# multicycle_control

multicycle_control/metal_density.png
(8 px per um) The die is cut into 11 by 11 equal tiles; white is low, dark blue is high, scaled to the fullest tile. Values are wire area over tile area, all layers added.
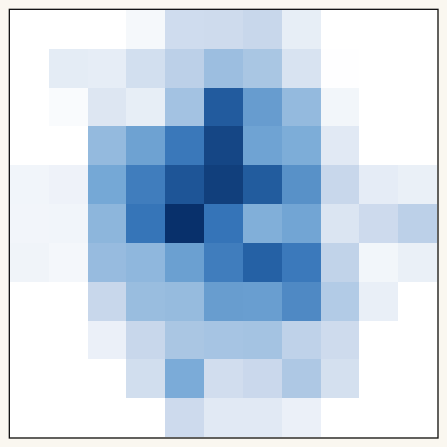
multicycle_control/congestion.png
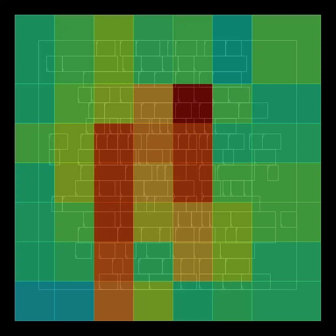
===== src/rtl/multicycle_control.sv =====
// Multi-cycle LEGv8 control unit: Moore FSM sequencing fetch/decode/execute/memory/writeback.
// Define MULTICYCLE_MEM_WAIT_EN to make FETCH, MEM_RD and MEM_WR wait on mem_ready.
module multicycle_control (
    input  logic        clk,
    input  logic        rst_n,
    input  logic        run,
    input  logic [31:0] instruction,
    input  logic        alu_zero,
    input  logic        mem_ready,
    output logic [1:0]  alu_op,
    output logic        alu_src,
    output logic        reg2loc,
    output logic        ir_write,
    output logic        pc_write,
    output logic        pc_src,
    output logic        mem_read,
    output logic        mem_write,
    output logic        reg_write,
    output logic        mem_to_reg,
    output logic        instr_done,
    output logic        halted,
    output logic [3:0]  state
);

    typedef enum logic [3:0] {
        S_IDLE   = 4'd0,
        S_FETCH  = 4'd1,
        S_DECODE = 4'd2,
        S_EXEC   = 4'd3,
        S_MEM_RD = 4'd4,
        S_MEM_WR = 4'd5,
        S_WB     = 4'd6,
        S_BRANCH = 4'd7,
        S_HALT   = 4'd8
    } state_e;

    typedef enum logic [2:0] {
        C_ILLEGAL,
        C_R,
        C_I,
        C_LDUR,
        C_STUR,
        C_CB,
        C_MOVZ,
        C_B
    } class_e;

    state_e state_q;
    state_e state_d;
    class_e op_class;
    logic   mem_rdy;
    logic   branch_taken;
    logic   unused_instr;

`ifdef MULTICYCLE_MEM_WAIT_EN
    assign mem_rdy = mem_ready;
`else
    // Memory is assumed single-cycle; the port is kept for pin compatibility.
    logic unused_mem_ready;
    assign unused_mem_ready = mem_ready;
    assign mem_rdy          = 1'b1;
`endif

    assign unused_instr = ^instruction[20:0];

    always_comb begin
        op_class = C_ILLEGAL;
        casez (instruction[31:21])
            11'b10001011000, 11'b11001011000, 11'b10001010000,
            11'b10101010000, 11'b11101010000:                   op_class = C_R;
            11'b1001000100?, 11'b1101000100?, 11'b1001001000?,
            11'b1011001000?, 11'b1101001000?:                   op_class = C_I;
            11'b11111000010:                                    op_class = C_LDUR;
            11'b11111000000:                                    op_class = C_STUR;
            11'b1011010????:                                    op_class = C_CB;
            11'b110100101??:                                    op_class = C_MOVZ;
            11'b000101?????:                                    op_class = C_B;
            default:                                            op_class = C_ILLEGAL;
        endcase
    end

    // Bit 24 distinguishes CBNZ from CBZ.
    assign branch_taken = (op_class == C_B) ||
                          ((op_class == C_CB) && (instruction[24] ? !alu_zero : alu_zero));

    always_ff @(posedge clk or negedge rst_n) begin
        if (!rst_n) begin
            state_q <= S_IDLE;
        end else begin
            state_q <= state_d;
        end
    end

    always_comb begin
        state_d    = state_q;
        alu_op     = 2'b00;
        alu_src    = 1'b0;
        reg2loc    = 1'b0;
        ir_write   = 1'b0;
        pc_write   = 1'b0;
        pc_src     = 1'b0;
        mem_read   = 1'b0;
        mem_write  = 1'b0;
        reg_write  = 1'b0;
        mem_to_reg = 1'b0;
        instr_done = 1'b0;
        halted     = 1'b0;

        case (state_q)
            S_IDLE: begin
                if (run) state_d = S_FETCH;
            end
            S_FETCH: begin
                mem_read = 1'b1;
                if (mem_rdy) begin
                    ir_write = 1'b1;
                    pc_write = 1'b1;
                    state_d  = S_DECODE;
                end
            end
            S_DECODE: begin
                case (op_class)
                    C_R, C_I, C_LDUR, C_STUR, C_MOVZ: state_d = S_EXEC;
                    C_CB, C_B:                        state_d = S_BRANCH;
                    default:                          state_d = S_HALT;
                endcase
            end
            S_EXEC: begin
                case (op_class)
                    C_R:          alu_op = 2'b10;
                    C_I: begin
                        alu_op  = 2'b10;
                        alu_src = 1'b1;
                    end
                    C_MOVZ: begin
                        alu_op  = 2'b01;
                        alu_src = 1'b1;
                    end
                    C_LDUR:       alu_src = 1'b1;
                    C_STUR: begin
                        alu_src = 1'b1;
                        reg2loc = 1'b1;
                    end
                    default:      alu_op = 2'b00;
                endcase
                if (op_class == C_LDUR)      state_d = S_MEM_RD;
                else if (op_class == C_STUR) state_d = S_MEM_WR;
                else                         state_d = S_WB;
            end
            S_MEM_RD: begin
                mem_read = 1'b1;
                if (mem_rdy) state_d = S_WB;
            end
            S_MEM_WR: begin
                mem_write = 1'b1;
                reg2loc   = 1'b1;
                if (mem_rdy) begin
                    instr_done = 1'b1;
                    state_d    = run ? S_FETCH : S_IDLE;
                end
            end
            S_WB: begin
                reg_write  = 1'b1;
                mem_to_reg = (op_class == C_LDUR);
                instr_done = 1'b1;
                state_d    = run ? S_FETCH : S_IDLE;
            end
            S_BRANCH: begin
                alu_op     = 2'b01;
                reg2loc    = 1'b1;
                pc_write   = branch_taken;
                pc_src     = branch_taken;
                instr_done = 1'b1;
                state_d    = run ? S_FETCH : S_IDLE;
            end
            S_HALT: begin
                halted = 1'b1;
            end
            default: begin
                state_d = S_IDLE;
            end
        endcase
    end

    assign state = state_q;

endmodule

===== config.mk =====
export PLATFORM = sky130hd
export DESIGN_NAME = multicycle_control
export DESIGN_NICKNAME = d
export VERILOG_FILES = /design/src/rtl/multicycle_control.sv
export SDC_FILE = /design/constraint.sdc
export NUM_CORES = 1
export LEC_CHECK = 0
export CORE_MARGIN = 4
export CORE_UTILIZATION = 33
export DETAILED_ROUTE_END_ITERATION = 10
export GPL_TIMING_DRIVEN = 0
export PLACE_DENSITY = 0.81
export SLEW_MARGIN = 20
export SYNTH_ARGS = -nofsm -noshare
export SYNTH_HDL_FRONTEND = slang
export SYNTH_SLANG_ARGS = --single-unit

===== constraint.sdc =====
create_clock -name clk -period 1.85 [get_ports clk]
set_input_delay 0.185 -clock clk [delete_from_list [all_inputs] [get_ports clk]]
set_output_delay 0.185 -clock clk [all_outputs]
set_load 0.01 [all_outputs]

==> metrics.log <==
[metrics] run summary
INFO  metric area_delta_synth_final = 86.9%
INFO  metric run_status = finished with violations
INFO  metric dpl.hpwl = 1620 um
INFO  metric layout.cells.most_common = sky130_fd_sc_hd__buf_4
INFO  metric cts_tree = yes
INFO  metric failed_checks = setup timing
INFO  metric synth_async_sr_flop_share = 100%
INFO  metric ioPinCount = 54
INFO  metric clock_tree.buffer_depth = 2
INFO  metric clock_latency = 0.26 ns
INFO  metric clock-skew-final = 0.0154 ns
INFO  metric final_layout_top_logic_cells = 16 x sky130_fd_sc_hd__buf_4, 8 x sky130_fd_sc_hd__clkdlybuf4s50_1, 8 x sky130_fd_sc_hd__dlygate4sd2_1
INFO  metric ys_sh_mux = 1.47%
INFO  metric antenna_cells_inserted = 0
INFO  metric initial_utilization = 34.7%
INFO  metric finalSetupViolations = 1
INFO  metric grt_max_degree = 11
INFO  metric ys_top_cells_by_count = 8 x sky130_fd_sc_hd__nor2_1, 7 x sky130_fd_sc_hd__a21oi_1, 5 x sky130_fd_sc_hd__inv_1, 5 x sky130_fd_sc_hd__nand2_1
INFO  metric rsz0062_at_grt = yes
INFO  metric cts_setup_buffers = 12
INFO  metric synth-cells-yosys = 87
INFO  metric fin_ws = -0.00168 ns
INFO  metric finalMaxSlewViolations = 0
INFO  metric clock_sink_count = 4
INFO  metric cell_area_after_layout = 0.00127 mm^2
INFO  metric synth_top_cell_by_count = sky130_fd_sc_hd__nor2_1
INFO  metric globalplace.congestion = 0.898
INFO  metric remaining_drc_errors = 0
Notes on multicycle_control/metal_density.png above:
- mean over tiles: 0.15
- nearly empty tiles: 30%
- emptiest ninth of the die: south-west
DRT Wirelength: 2620 um
Routed wire per std cell: 16.2 um
via count: 922
GRT Total Usage: 19.0%

Notes on multicycle_control/congestion.png above:
fraction of met1 tracks used by global routing: 24.6%
grt met2 use: 30.4%
met3 routing resource usage after global routing: 5.07%
most heavily used metal layer in global routing: met2

-- cell type report --
type / instances / area [um^2]
well taps: 27 / 33.8
plain buffers: 4 / 42.5
multi-input cells: 73 / 658
flip-flops and latches: 4 / 103
fillers: 160 / 689
repair buffers: 45 / 394
inverters: 5 / 18.8
clock buffers: 3 / 22.5
-- stage by stage --
stage               hold slack, ns  instances  setup TNS [ns]
global placement             0.397        144           -5.80
detailed placement           0.403        144           -6.02
floorplan                   -0.111         87               0
global route                 0.142        161          -0.155
finish                       0.131        161        -0.00168
CTS                          0.128        158         -0.0260
-- report_power, final --
group	total [mW]	internal [mW]	switching [mW]
Sequential	0.154	0.119	0.0354
Clock	0.121	0.0733	0.0477
Combinational	0.625	0.313	0.312
-- routing by layer --
| layer | share of wire, % | wire length, um | GRT usage (%) |
|---|---|---|---|
| met5 | 0 | 0 | 0 |
| met4 | 1.5 | 40 | 5.53 |
| met3 | 6.2 | 162 | 5.07 |
| met2 | 51 | 1320 | 30.4 |
| met1 | 42 | 1090 | 24.6 |
-- worst max-delay path: cells and delay by family --
kind | cells | cell delay (ns)
simple gates | 3 | 0.96
compound gates | 2 | 0.30
buf+inv | 2 | 0.22

# alu_op_sequencer

alu_op_sequencer/metal_density.png
(6 px per um) The die is cut into 13 by 13 equal tiles; white is low, dark blue is high, scaled to the fullest tile. Values are wire area over tile area, all layers added.
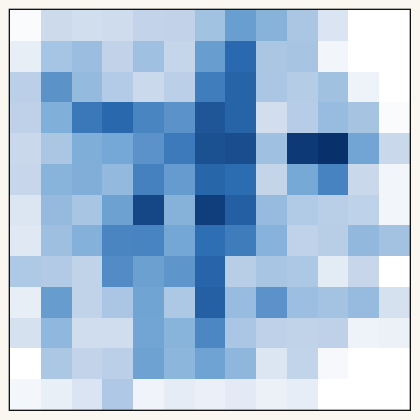
alu_op_sequencer/io_fan.png
(8 px per um)
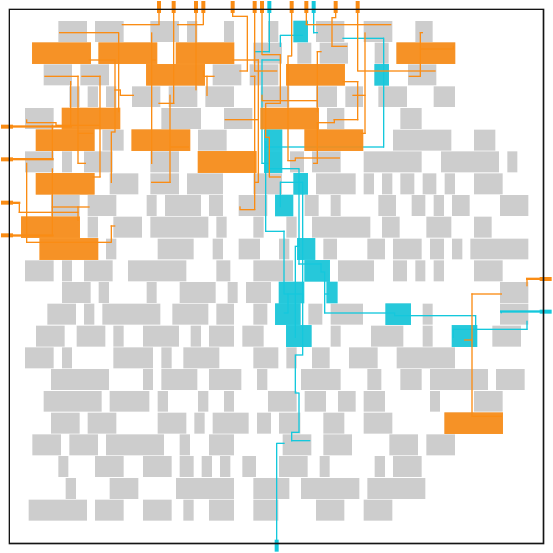
==> config.mk <==
export PLATFORM = sky130hd
export DESIGN_NAME = alu_op_sequencer
export DESIGN_NICKNAME = d
export VERILOG_FILES = /design/src/rtl/alu_op_sequencer.sv
export SDC_FILE = /design/constraint.sdc
export NUM_CORES = 1
export LEC_CHECK = 0
export CAP_MARGIN = 0
export CELL_PAD_IN_SITES_DETAIL_PLACEMENT = 1
export CELL_PAD_IN_SITES_GLOBAL_PLACEMENT = 1
export CORE_UTILIZATION = 40
export CTS_BUF_LIST = sky130_fd_sc_hd__clkbuf_4 sky130_fd_sc_hd__clkbuf_8
export DETAILED_ROUTE_END_ITERATION = 6
export GPL_TIMING_DRIVEN = 0
export PLACE_DENSITY = 0.83
export SLEW_MARGIN = 15
export SYNTH_ARGS = -nofsm -noshare
export SYNTH_HDL_FRONTEND = slang
export SYNTH_SLANG_ARGS = --single-unit
==> constraint.sdc <==
create_clock -name clk -period 5.9 [get_ports clk]
set_input_delay 1.18 -clock clk [delete_from_list [all_inputs] [get_ports clk]]
set_output_delay 1.18 -clock clk [all_outputs]
set_load 0.02 [all_outputs]
==> src/rtl/alu_op_sequencer.sv <==
// alu_op_sequencer: on-chip self-test driving a registered ALU through all 4 ops.
// Optional error counter/mask outputs are enabled by defining ALU_SEQ_ERRCNT_EN.
module alu_op_sequencer #(
    parameter int W    = 4,
    parameter int HOLD = 3,
    parameter int LAT  = 1
) (
    input  logic           clk,
    input  logic           reset,
    input  logic           start,
    input  logic [W-1:0]   a_in,
    input  logic [W-1:0]   b_in,
    output logic [W-1:0]   alu_a,
    output logic [W-1:0]   alu_b,
    output logic [1:0]     alu_sel,
    input  logic [W-1:0]   alu_g,
    output logic           busy,
    output logic           done,
    output logic           pass,
    output logic [4*W-1:0] results
`ifdef ALU_SEQ_ERRCNT_EN
    ,
    output logic [2:0]     err_cnt,
    output logic [3:0]     err_mask
`endif
);

    localparam int CW = (HOLD > 1) ? $clog2(HOLD) : 1;

    if (HOLD < LAT + 1) begin : g_hold_chk
        $error("HOLD must be at least LAT+1");
    end

    typedef enum logic [1:0] {
        S_IDLE,
        S_RUN,
        S_DONE
    } state_t;

    state_t           state_q, state_d;
    logic [CW-1:0]    hold_cnt_q, hold_cnt_d;
    logic [1:0]       op_idx_q, op_idx_d;
    logic [W-1:0]     a_q, a_d;
    logic [W-1:0]     b_q, b_d;
    logic [4*W-1:0]   results_q, results_d;
    logic             pass_acc_q, pass_acc_d;
    logic             pass_q, pass_d;
    logic [W-1:0]     gold;
    logic             mismatch;
    logic             last_hold;
`ifdef ALU_SEQ_ERRCNT_EN
    logic [2:0]       err_cnt_q, err_cnt_d;
    logic [3:0]       err_mask_q, err_mask_d;
`endif

    // Golden result for the op currently held on the ALU.
    always_comb begin
        gold = '0;
        unique case (op_idx_q)
            2'd0: gold = a_q + b_q;
            2'd1: gold = a_q - b_q;
            2'd2: gold = a_q & b_q;
            2'd3: gold = a_q | b_q;
            default: gold = '0;
        endcase
    end

    assign mismatch  = (alu_g != gold);
    assign last_hold = (hold_cnt_q == CW'(HOLD - 1));

    // Next-state logic: accept start, sweep the four ops, report.
    always_comb begin
        state_d    = state_q;
        hold_cnt_d = hold_cnt_q;
        op_idx_d   = op_idx_q;
        a_d        = a_q;
        b_d        = b_q;
        results_d  = results_q;
        pass_acc_d = pass_acc_q;
        pass_d     = pass_q;
`ifdef ALU_SEQ_ERRCNT_EN
        err_cnt_d  = err_cnt_q;
        err_mask_d = err_mask_q;
`endif
        unique case (state_q)
            S_IDLE: begin
                if (start) begin
                    state_d    = S_RUN;
                    a_d        = a_in;
                    b_d        = b_in;
                    op_idx_d   = 2'd0;
                    hold_cnt_d = '0;
                    results_d  = '0;
                    pass_acc_d = 1'b1;
                    pass_d     = 1'b0;
`ifdef ALU_SEQ_ERRCNT_EN
                    err_cnt_d  = '0;
                    err_mask_d = '0;
`endif
                end
            end
            S_RUN: begin
                if (last_hold) begin
                    for (int k = 0; k < 4; k++) begin
                        if (op_idx_q == 2'(k)) begin
                            results_d[k*W +: W] = alu_g;
`ifdef ALU_SEQ_ERRCNT_EN
                            if (mismatch) err_mask_d[k] = 1'b1;
`endif
                        end
                    end
                    if (mismatch) begin
                        pass_acc_d = 1'b0;
`ifdef ALU_SEQ_ERRCNT_EN
                        err_cnt_d  = err_cnt_q + 3'd1;
`endif
                    end
                    if (op_idx_q != 2'd3) begin
                        op_idx_d   = op_idx_q + 2'd1;
                        hold_cnt_d = '0;
                    end else begin
                        // pass is published together with done
                        state_d = S_DONE;
                        pass_d  = pass_acc_q & ~mismatch;
                    end
                end else begin
                    hold_cnt_d = hold_cnt_q + CW'(1);
                end
            end
            S_DONE: begin
                state_d = S_IDLE;
            end
            default: begin
                state_d = S_IDLE;
            end
        endcase
    end

    // State register with synchronous reset.
    always_ff @(posedge clk) begin
        if (reset) begin
            state_q    <= S_IDLE;
            hold_cnt_q <= '0;
            op_idx_q   <= '0;
            a_q        <= '0;
            b_q        <= '0;
            results_q  <= '0;
            pass_acc_q <= 1'b0;
            pass_q     <= 1'b0;
`ifdef ALU_SEQ_ERRCNT_EN
            err_cnt_q  <= '0;
            err_mask_q <= '0;
`endif
        end else begin
            state_q    <= state_d;
            hold_cnt_q <= hold_cnt_d;
            op_idx_q   <= op_idx_d;
            a_q        <= a_d;
            b_q        <= b_d;
            results_q  <= results_d;
            pass_acc_q <= pass_acc_d;
            pass_q     <= pass_d;
`ifdef ALU_SEQ_ERRCNT_EN
            err_cnt_q  <= err_cnt_d;
            err_mask_q <= err_mask_d;
`endif
        end
    end

    assign alu_a   = a_q;
    assign alu_b   = b_q;
    assign alu_sel = op_idx_q;
    assign busy    = (state_q == S_RUN);
    assign done    = (state_q == S_DONE);
    assign pass    = pass_q;
    assign results = results_q;
`ifdef ALU_SEQ_ERRCNT_EN
    assign err_cnt  = err_cnt_q;
    assign err_mask = err_mask_q;
`endif

endmodule

==> metrics.log <==
[metrics] run summary
INFO  metric run_status = finished, final reports clean
INFO  metric cp.arrival = 3.47 ns
INFO  metric clock_cell_area_share = 4.32%
INFO  metric routedLengthMet1 = 2090 um
INFO  metric post_dp_cell_area = 0.00216 mm^2
INFO  metric fin_ws = 2.65 ns
INFO  metric crit_type = reg2reg
INFO  metric layout_worst_path_cycle_share = 55.1%
INFO  metric worst_r2r_startpoint = alu_sel[1]$_SDFFE_PP0P_
INFO  metric clock_latency = 0.29 ns
INFO  metric synth-cells-yosys = 184
INFO  metric path_cells = inv_1 > ha_1 > nor2_1 > xnor2_1 > ha_1 > a21oi_1 > o21ai_2 > xnor2_1 > or4b_1 > and4_4 > or4_4 > o211ai_2
INFO  metric globalRoute.totalOverflow = 0
INFO  metric synth.cellmix.simpleShare = 19.9%
INFO  metric ys_seq_share = 38.4%
INFO  metric clock_tree.buffer_depth = 2
INFO  metric maxCapViolations = 0
INFO  metric tns = 0 ns
INFO  metric top_layer = met4
INFO  metric finalSetupViolations = 0
INFO  metric drt_pass1_iterations = 5
INFO  metric seq_area_share = 28.3%
INFO  metric synth.largest_area_cell = sky130_fd_sc_hd__dfxtp_1
INFO  metric synth-adder-area-share = 8.70%
INFO  metric grt_pass1_vias = 1,573
About alu_op_sequencer/metal_density.png:
- fullest tile: 0.46
- mean over tiles: 0.17
- tiles over half the peak: 28%
- nearly empty tiles: 7.1%
Routed wire per std cell: 17.1 um
GRT Total Usage: 24.3%

About alu_op_sequencer/io_fan.png:
- alu_g: cyan (direction input; edge 2 north, 1 south, 1 east; end cells 14; buffers 4; wire 220 um)
- results: orange (direction output; edge 11 north, 4 west, 1 east; end cells 16; buffers 16; wire 462 um)
IO Pins: 44
Port Buffer Count: 43

## power breakdown
| part | internal [mW] | total, mW | switching, mW |
|---|---|---|---|
| clock network | 0.0994 | 0.183 | 0.0839 |
| registers | 0.224 | 0.234 | 0.00950 |
| logic | 0.0596 | 0.123 | 0.0639 |
| total | 0.383 | 0.541 | 0.157 |
## how the worst min path moves through the flow
stage / startpoint / end / slack, ns / cells after the start
3_5_place_dp: pass$_SDFFE_PP0P_ / pass$_SDFFE_PP0P_ / 0.46 / 2
5_1_grt: pass$_SDFFE_PP0P_ / pass$_SDFFE_PP0P_ / 0.50 / 2
2_1_floorplan: pass_acc_q$_SDFFE_PP0P_ / pass$_SDFFE_PP0P_ / 0.50 / 2
3_3_place_gp: pass$_SDFFE_PP0P_ / pass$_SDFFE_PP0P_ / 0.44 / 2
6_report: pass$_SDFFE_PP0P_ / pass$_SDFFE_PP0P_ / 0.47 / 2
4_1_cts: pass$_SDFFE_PP0P_ / pass$_SDFFE_PP0P_ / 0.47 / 2

# rf_dbg_engine_flat

rf_dbg_engine_flat/congestion.png
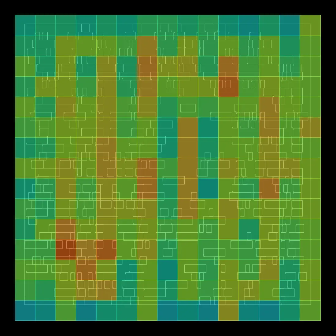
rf_dbg_engine_flat/io_fan.png
(4 px per um)
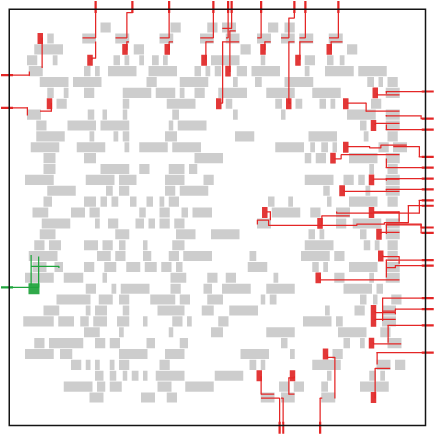
rf_dbg_engine_flat/clk_routes.png
(4 px per um)
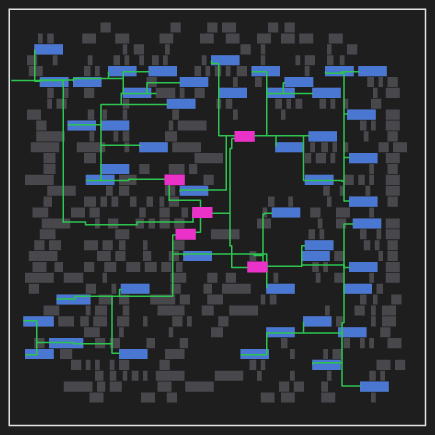
`config.mk`:
```
export PLATFORM = sky130hd
export DESIGN_NAME = rf_dbg_engine_flat
export DESIGN_NICKNAME = d
export VERILOG_FILES = /design/src/rtl/rf_dbg_if.sv /design/src/rtl/rf_dbg_engine.sv /design/src/flat_wrapper.sv
export SDC_FILE = /design/constraint.sdc
export NUM_CORES = 1
export LEC_CHECK = 0
export CAP_MARGIN = 20
export CELL_PAD_IN_SITES_DETAIL_PLACEMENT = 1
export CELL_PAD_IN_SITES_GLOBAL_PLACEMENT = 1
export CORE_MARGIN = 3
export CORE_UTILIZATION = 24
export CTS_CLUSTER_SIZE = 16
export DETAILED_ROUTE_END_ITERATION = 10
export PLACE_DENSITY_LB_ADDON = 0.1
export SLEW_MARGIN = 20
export SYNTH_ARGS = -nofsm -noshare
export SYNTH_HDL_FRONTEND = slang
export SYNTH_SLANG_ARGS = --single-unit
```
`constraint.sdc`:
```
create_clock -name clk -period 1.7 [get_ports clk]
set_input_delay 0.255 -clock clk [delete_from_list [all_inputs] [get_ports clk]]
set_output_delay 0.255 -clock clk [all_outputs]
set_load 0.05 [all_outputs]
```
`src/rtl/rf_dbg_if.sv`:
```
// Debug-engine bus: command handshake, register-file read/write ports, dump and load streams.
// The engine is the slave; the debug host plus the register file sit on the master side.
interface rf_dbg_if #(
   parameter int REG_W  = 5,
   parameter int DATA_W = 32
);
   logic              cmd_valid;
   logic              cmd_op;
   logic              cmd_ready;

   logic [REG_W-1:0]  rf_a1;
   logic [DATA_W-1:0] rf_rd1;
   logic [REG_W-1:0]  rf_a3;
   logic [DATA_W-1:0] rf_wd;
   logic              rf_we;

   logic              dout_valid;
   logic              dout_ready;
   logic [DATA_W-1:0] dout_data;
   logic [REG_W-1:0]  dout_idx;

   logic              din_valid;
   logic              din_ready;
   logic [DATA_W-1:0] din_data;

   logic              busy;
   logic              done;

   modport master (
      output cmd_valid, cmd_op, rf_rd1, dout_ready, din_valid, din_data,
      input  cmd_ready, rf_a1, rf_a3, rf_wd, rf_we, dout_valid, dout_data, dout_idx,
             din_ready, busy, done
   );

   modport slave (
      input  cmd_valid, cmd_op, rf_rd1, dout_ready, din_valid, din_data,
      output cmd_ready, rf_a1, rf_a3, rf_wd, rf_we, dout_valid, dout_data, dout_idx,
             din_ready, busy, done
   );
endinterface

```
`src/rtl/rf_dbg_engine.sv`:
```
// Register-file debug engine: streams every register out (dump) or writes registers 1..REG_S-1
// from an input stream (load) while the core is held off the RF ports via busy.
module rf_dbg_engine #(
   parameter int REG_W  = 5,
   parameter int REG_S  = 32,
   parameter int DATA_W = 32
) (
   input  logic    clk,
   input  logic    rst_n,
   rf_dbg_if.slave bus
);

   typedef enum logic [2:0] {
      IDLE,
      DUMP,
      DRAIN,
      LOAD,
      FIN
   } state_t;

   localparam logic [REG_W:0] LAST_IDX = (REG_W+1)'(REG_S - 1);
   localparam logic [REG_W:0] IDX_ONE  = (REG_W+1)'(1);

   state_t         state;
   logic [REG_W:0] idx;
   logic           dump_adv;
   logic           load_adv;

   // A dump beat is captured whenever the output slot is empty or being drained this cycle.
   assign dump_adv = (state == DUMP) && (!bus.dout_valid || bus.dout_ready);
   assign load_adv = (state == LOAD) && bus.din_valid;

   assign bus.cmd_ready = (state == IDLE);
   assign bus.busy      = (state != IDLE);
   assign bus.rf_a1     = (state == DUMP) ? idx[REG_W-1:0] : '0;
   assign bus.din_ready = (state == LOAD);
   assign bus.rf_we     = load_adv;
   assign bus.rf_a3     = (state == LOAD) ? idx[REG_W-1:0] : '0;
   assign bus.rf_wd     = bus.din_data;

   always_ff @(posedge clk) begin
      if (!rst_n) begin
         state          <= IDLE;
         idx            <= '0;
         bus.dout_valid <= 1'b0;
         bus.dout_data  <= '0;
         bus.dout_idx   <= '0;
         bus.done       <= 1'b0;
      end else begin
         case (state)
            IDLE: begin
               if (bus.cmd_valid) begin
                  if (bus.cmd_op) begin
                     // Register 0 is hard-wired, so a load starts at 1.
                     state <= LOAD;
                     idx   <= IDX_ONE;
                  end else begin
                     state <= DUMP;
                     idx   <= '0;
                  end
               end
            end

            DUMP: begin
               if (dump_adv) begin
                  bus.dout_data  <= bus.rf_rd1;
                  bus.dout_idx   <= idx[REG_W-1:0];
                  bus.dout_valid <= 1'b1;
                  idx            <= idx + IDX_ONE;
                  if (idx == LAST_IDX) begin
                     state <= DRAIN;
                  end
               end
            end

            DRAIN: begin
               if (bus.dout_ready) begin
                  bus.dout_valid <= 1'b0;
                  bus.done       <= 1'b1;
                  state          <= FIN;
               end
            end

            LOAD: begin
               if (load_adv) begin
                  idx <= idx + IDX_ONE;
                  if (idx == LAST_IDX) begin
                     bus.done <= 1'b1;
                     state    <= FIN;
                  end
               end
            end

            FIN: begin
               bus.done <= 1'b0;
               state    <= IDLE;
            end

            default: begin
               state <= IDLE;
            end
         endcase
      end
   end

endmodule
```
`src/flat_wrapper.sv`:
```
// flat-port wrapper written by rule: the top's interface ports become plain ports
module rf_dbg_engine_flat 
#(
   parameter int REG_W  = 5,
   parameter int REG_S  = 32,
   parameter int DATA_W = 32
)
  (clk, rst_n, bus_cmd_valid, bus_cmd_op, bus_rf_rd1, bus_dout_ready, bus_din_valid, bus_din_data, bus_cmd_ready, bus_rf_a1, bus_rf_a3, bus_rf_wd, bus_rf_we, bus_dout_valid, bus_dout_data, bus_dout_idx, bus_din_ready, bus_busy, bus_done);
  rf_dbg_if #(.REG_W(REG_W), .DATA_W(DATA_W)) bus_i ();
  input  logic clk;
  input  logic rst_n;
  input wire logic [$bits(bus_i.cmd_valid)-1:0] bus_cmd_valid;
  input wire logic [$bits(bus_i.cmd_op)-1:0] bus_cmd_op;
  input wire logic [$bits(bus_i.rf_rd1)-1:0] bus_rf_rd1;
  input wire logic [$bits(bus_i.dout_ready)-1:0] bus_dout_ready;
  input wire logic [$bits(bus_i.din_valid)-1:0] bus_din_valid;
  input wire logic [$bits(bus_i.din_data)-1:0] bus_din_data;
  output wire logic [$bits(bus_i.cmd_ready)-1:0] bus_cmd_ready;
  output wire logic [$bits(bus_i.rf_a1)-1:0] bus_rf_a1;
  output wire logic [$bits(bus_i.rf_a3)-1:0] bus_rf_a3;
  output wire logic [$bits(bus_i.rf_wd)-1:0] bus_rf_wd;
  output wire logic [$bits(bus_i.rf_we)-1:0] bus_rf_we;
  output wire logic [$bits(bus_i.dout_valid)-1:0] bus_dout_valid;
  output wire logic [$bits(bus_i.dout_data)-1:0] bus_dout_data;
  output wire logic [$bits(bus_i.dout_idx)-1:0] bus_dout_idx;
  output wire logic [$bits(bus_i.din_ready)-1:0] bus_din_ready;
  output wire logic [$bits(bus_i.busy)-1:0] bus_busy;
  output wire logic [$bits(bus_i.done)-1:0] bus_done;
  assign bus_i.cmd_valid = bus_cmd_valid;
  assign bus_i.cmd_op = bus_cmd_op;
  assign bus_i.rf_rd1 = bus_rf_rd1;
  assign bus_i.dout_ready = bus_dout_ready;
  assign bus_i.din_valid = bus_din_valid;
  assign bus_i.din_data = bus_din_data;
  assign bus_cmd_ready = bus_i.cmd_ready;
  assign bus_rf_a1 = bus_i.rf_a1;
  assign bus_rf_a3 = bus_i.rf_a3;
  assign bus_rf_wd = bus_i.rf_wd;
  assign bus_rf_we = bus_i.rf_we;
  assign bus_dout_valid = bus_i.dout_valid;
  assign bus_dout_data = bus_i.dout_data;
  assign bus_dout_idx = bus_i.dout_idx;
  assign bus_din_ready = bus_i.din_ready;
  assign bus_busy = bus_i.busy;
  assign bus_done = bus_i.done;
  rf_dbg_engine #(.REG_W(REG_W), .REG_S(REG_S), .DATA_W(DATA_W)) u_core (.clk(clk), .rst_n(rst_n), .bus(bus_i));
endmodule
```
==> metrics.log <==
[metrics] run summary
INFO  metric power_leakage = 1.39 nW
INFO  metric finalMaxSlewViolations = 0
INFO  metric worst_r2r_startpoint = u_core.state[2]$_SDFFE_PN0P_
INFO  metric cts_tree = yes
INFO  metric top_layer = met4
INFO  metric run_status = finished, final reports clean
INFO  metric crit_type = reg2out
INFO  metric sequential_cell_total = 48
INFO  metric rsz0062_at_grt = yes
INFO  metric worstHoldStart = u_core.bus.dout_data[23]$_SDFFE_PN0P_
INFO  metric synth_async_sr_flop_share = 0%
INFO  metric core = 0.00924 mm^2
INFO  metric dominant_cells = non-clock buffers
INFO  metric power_switching = 0.975 mW
INFO  metric worst_max_slew_pin_slew = 0.394 ns
INFO  metric area_share_nonclk_buffers = 35.5%
INFO  metric post_synth_edffs = 0
INFO  metric hold_violations = 0
## Picture notes: rf_dbg_engine_flat/congestion.png
grt met2 use: 22.1%
fraction of met1 tracks used by global routing: 16.5%
GRT Total Usage: 13.3%
final core occ: 37.6%
Routed wire per std cell: 14.2 um

## Picture notes: rf_dbg_engine_flat/io_fan.png
- bus_rf_rd1: red (direction input; edge 17 east, 10 north, 3 south, 2 west; end cells 32; buffers 32; wire 656 um)
- bus_cmd_ready: green (direction output; edge west; end cells 1; buffers 1; wire 29.0 um)
IO Pins: 155
Port Buffer Count: 90

## Picture notes: rf_dbg_engine_flat/clk_routes.png
- clock wires: green (length 745 um)
- flip-flops: blue (count 48)
- clock drivers: magenta (count 5)
- flops lie: widely spread
- routed clock nets: 6
power of the clock network: 0.744 mW
Clk Latency, worst-skew pair: 0.30 ns

==> flip-flops by register name, indices dropped and copies added (netlist names) <==
name and cells:
u_core.bus.done 1, u_core.state 3, u_core.bus.dout_data 32, u_core.bus.dout_idx 5, u_core.idx 6, u_core.bus.dout_valid 1
==> worst max-delay path: cells and delay by family (launching register included) <==
kind,cells,cell delay (ns)
buffers and inverters,3,0.41
flip-flops,1,0.37
AND/OR/NAND/NOR,2,0.36
==> what timing repair did <==
item                       CTS  global route
gates resized               12             9
pin swaps                    1             5
hold buffers                 0             0
setup endpoints to repair   12             7
setup buffers                3             4
cloned                       0             0
==> synthesized netlist by cell type, drive strengths merged (4+ instances only) <==
cell type  count
nor2           5
buf           43
inv            5
and3           7
nor2b          4
clkbuf         6
and2           7
nand2         80
a21oi         43
dfxtp         48
o21ai          4
==> cells by family (layout without fill, tap and decap cells) <==
logic type / count (synthesis) / after routing / synth area share [%]
AOI/OAI and AO/OA: 62 / 62 / 16.2
adders and majority gates: 1 / 1 / 0.546
buffers and inverters: 54 / 133 / 16.2
DFF: 48 / 48 / 42.0
muxes: 2 / 2 / 0.874
and+or+nand+nor: 117 / 117 / 24.2


==> notes/layouts.md <==
Pictures saved along the way, in no particular order.

Logic cells by family.
(a)
(8 px per um)
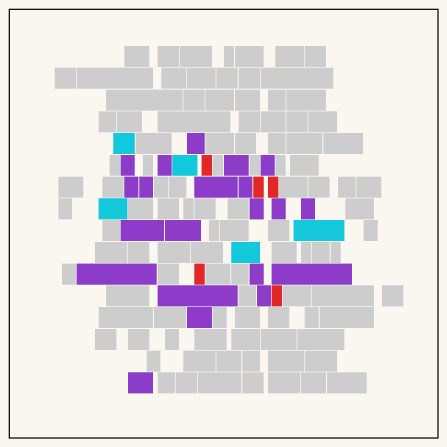
(b)
(4 px per um)
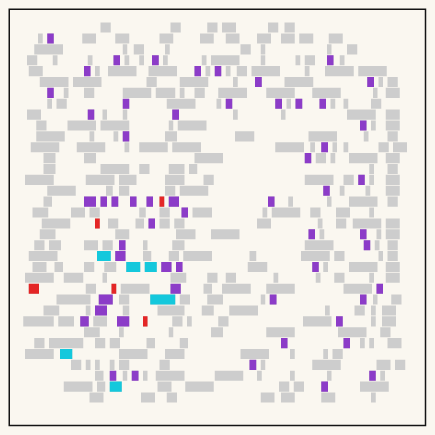
(c)
(6 px per um)
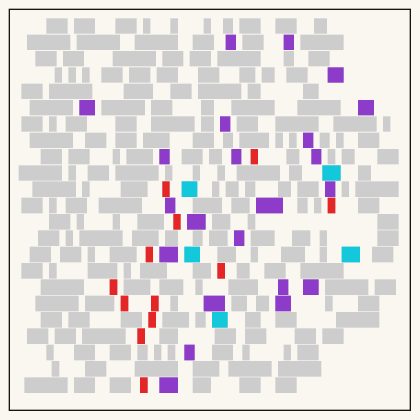
(b): rf_dbg_engine_flat
(a): multicycle_control
(c): alu_op_sequencer
Of these, fewest cells: (a)
Of these, most cells: (b)

Key to (a):
- inverting AOI/OAI gates: purple (cells 21; most used a21oi_1; where centre)
- inverters: red (cells 5; most used inv_1; where centre)
- AND-OR and OR-AND gates: cyan (cells 5)

Power and IR drop assume default switching activity.
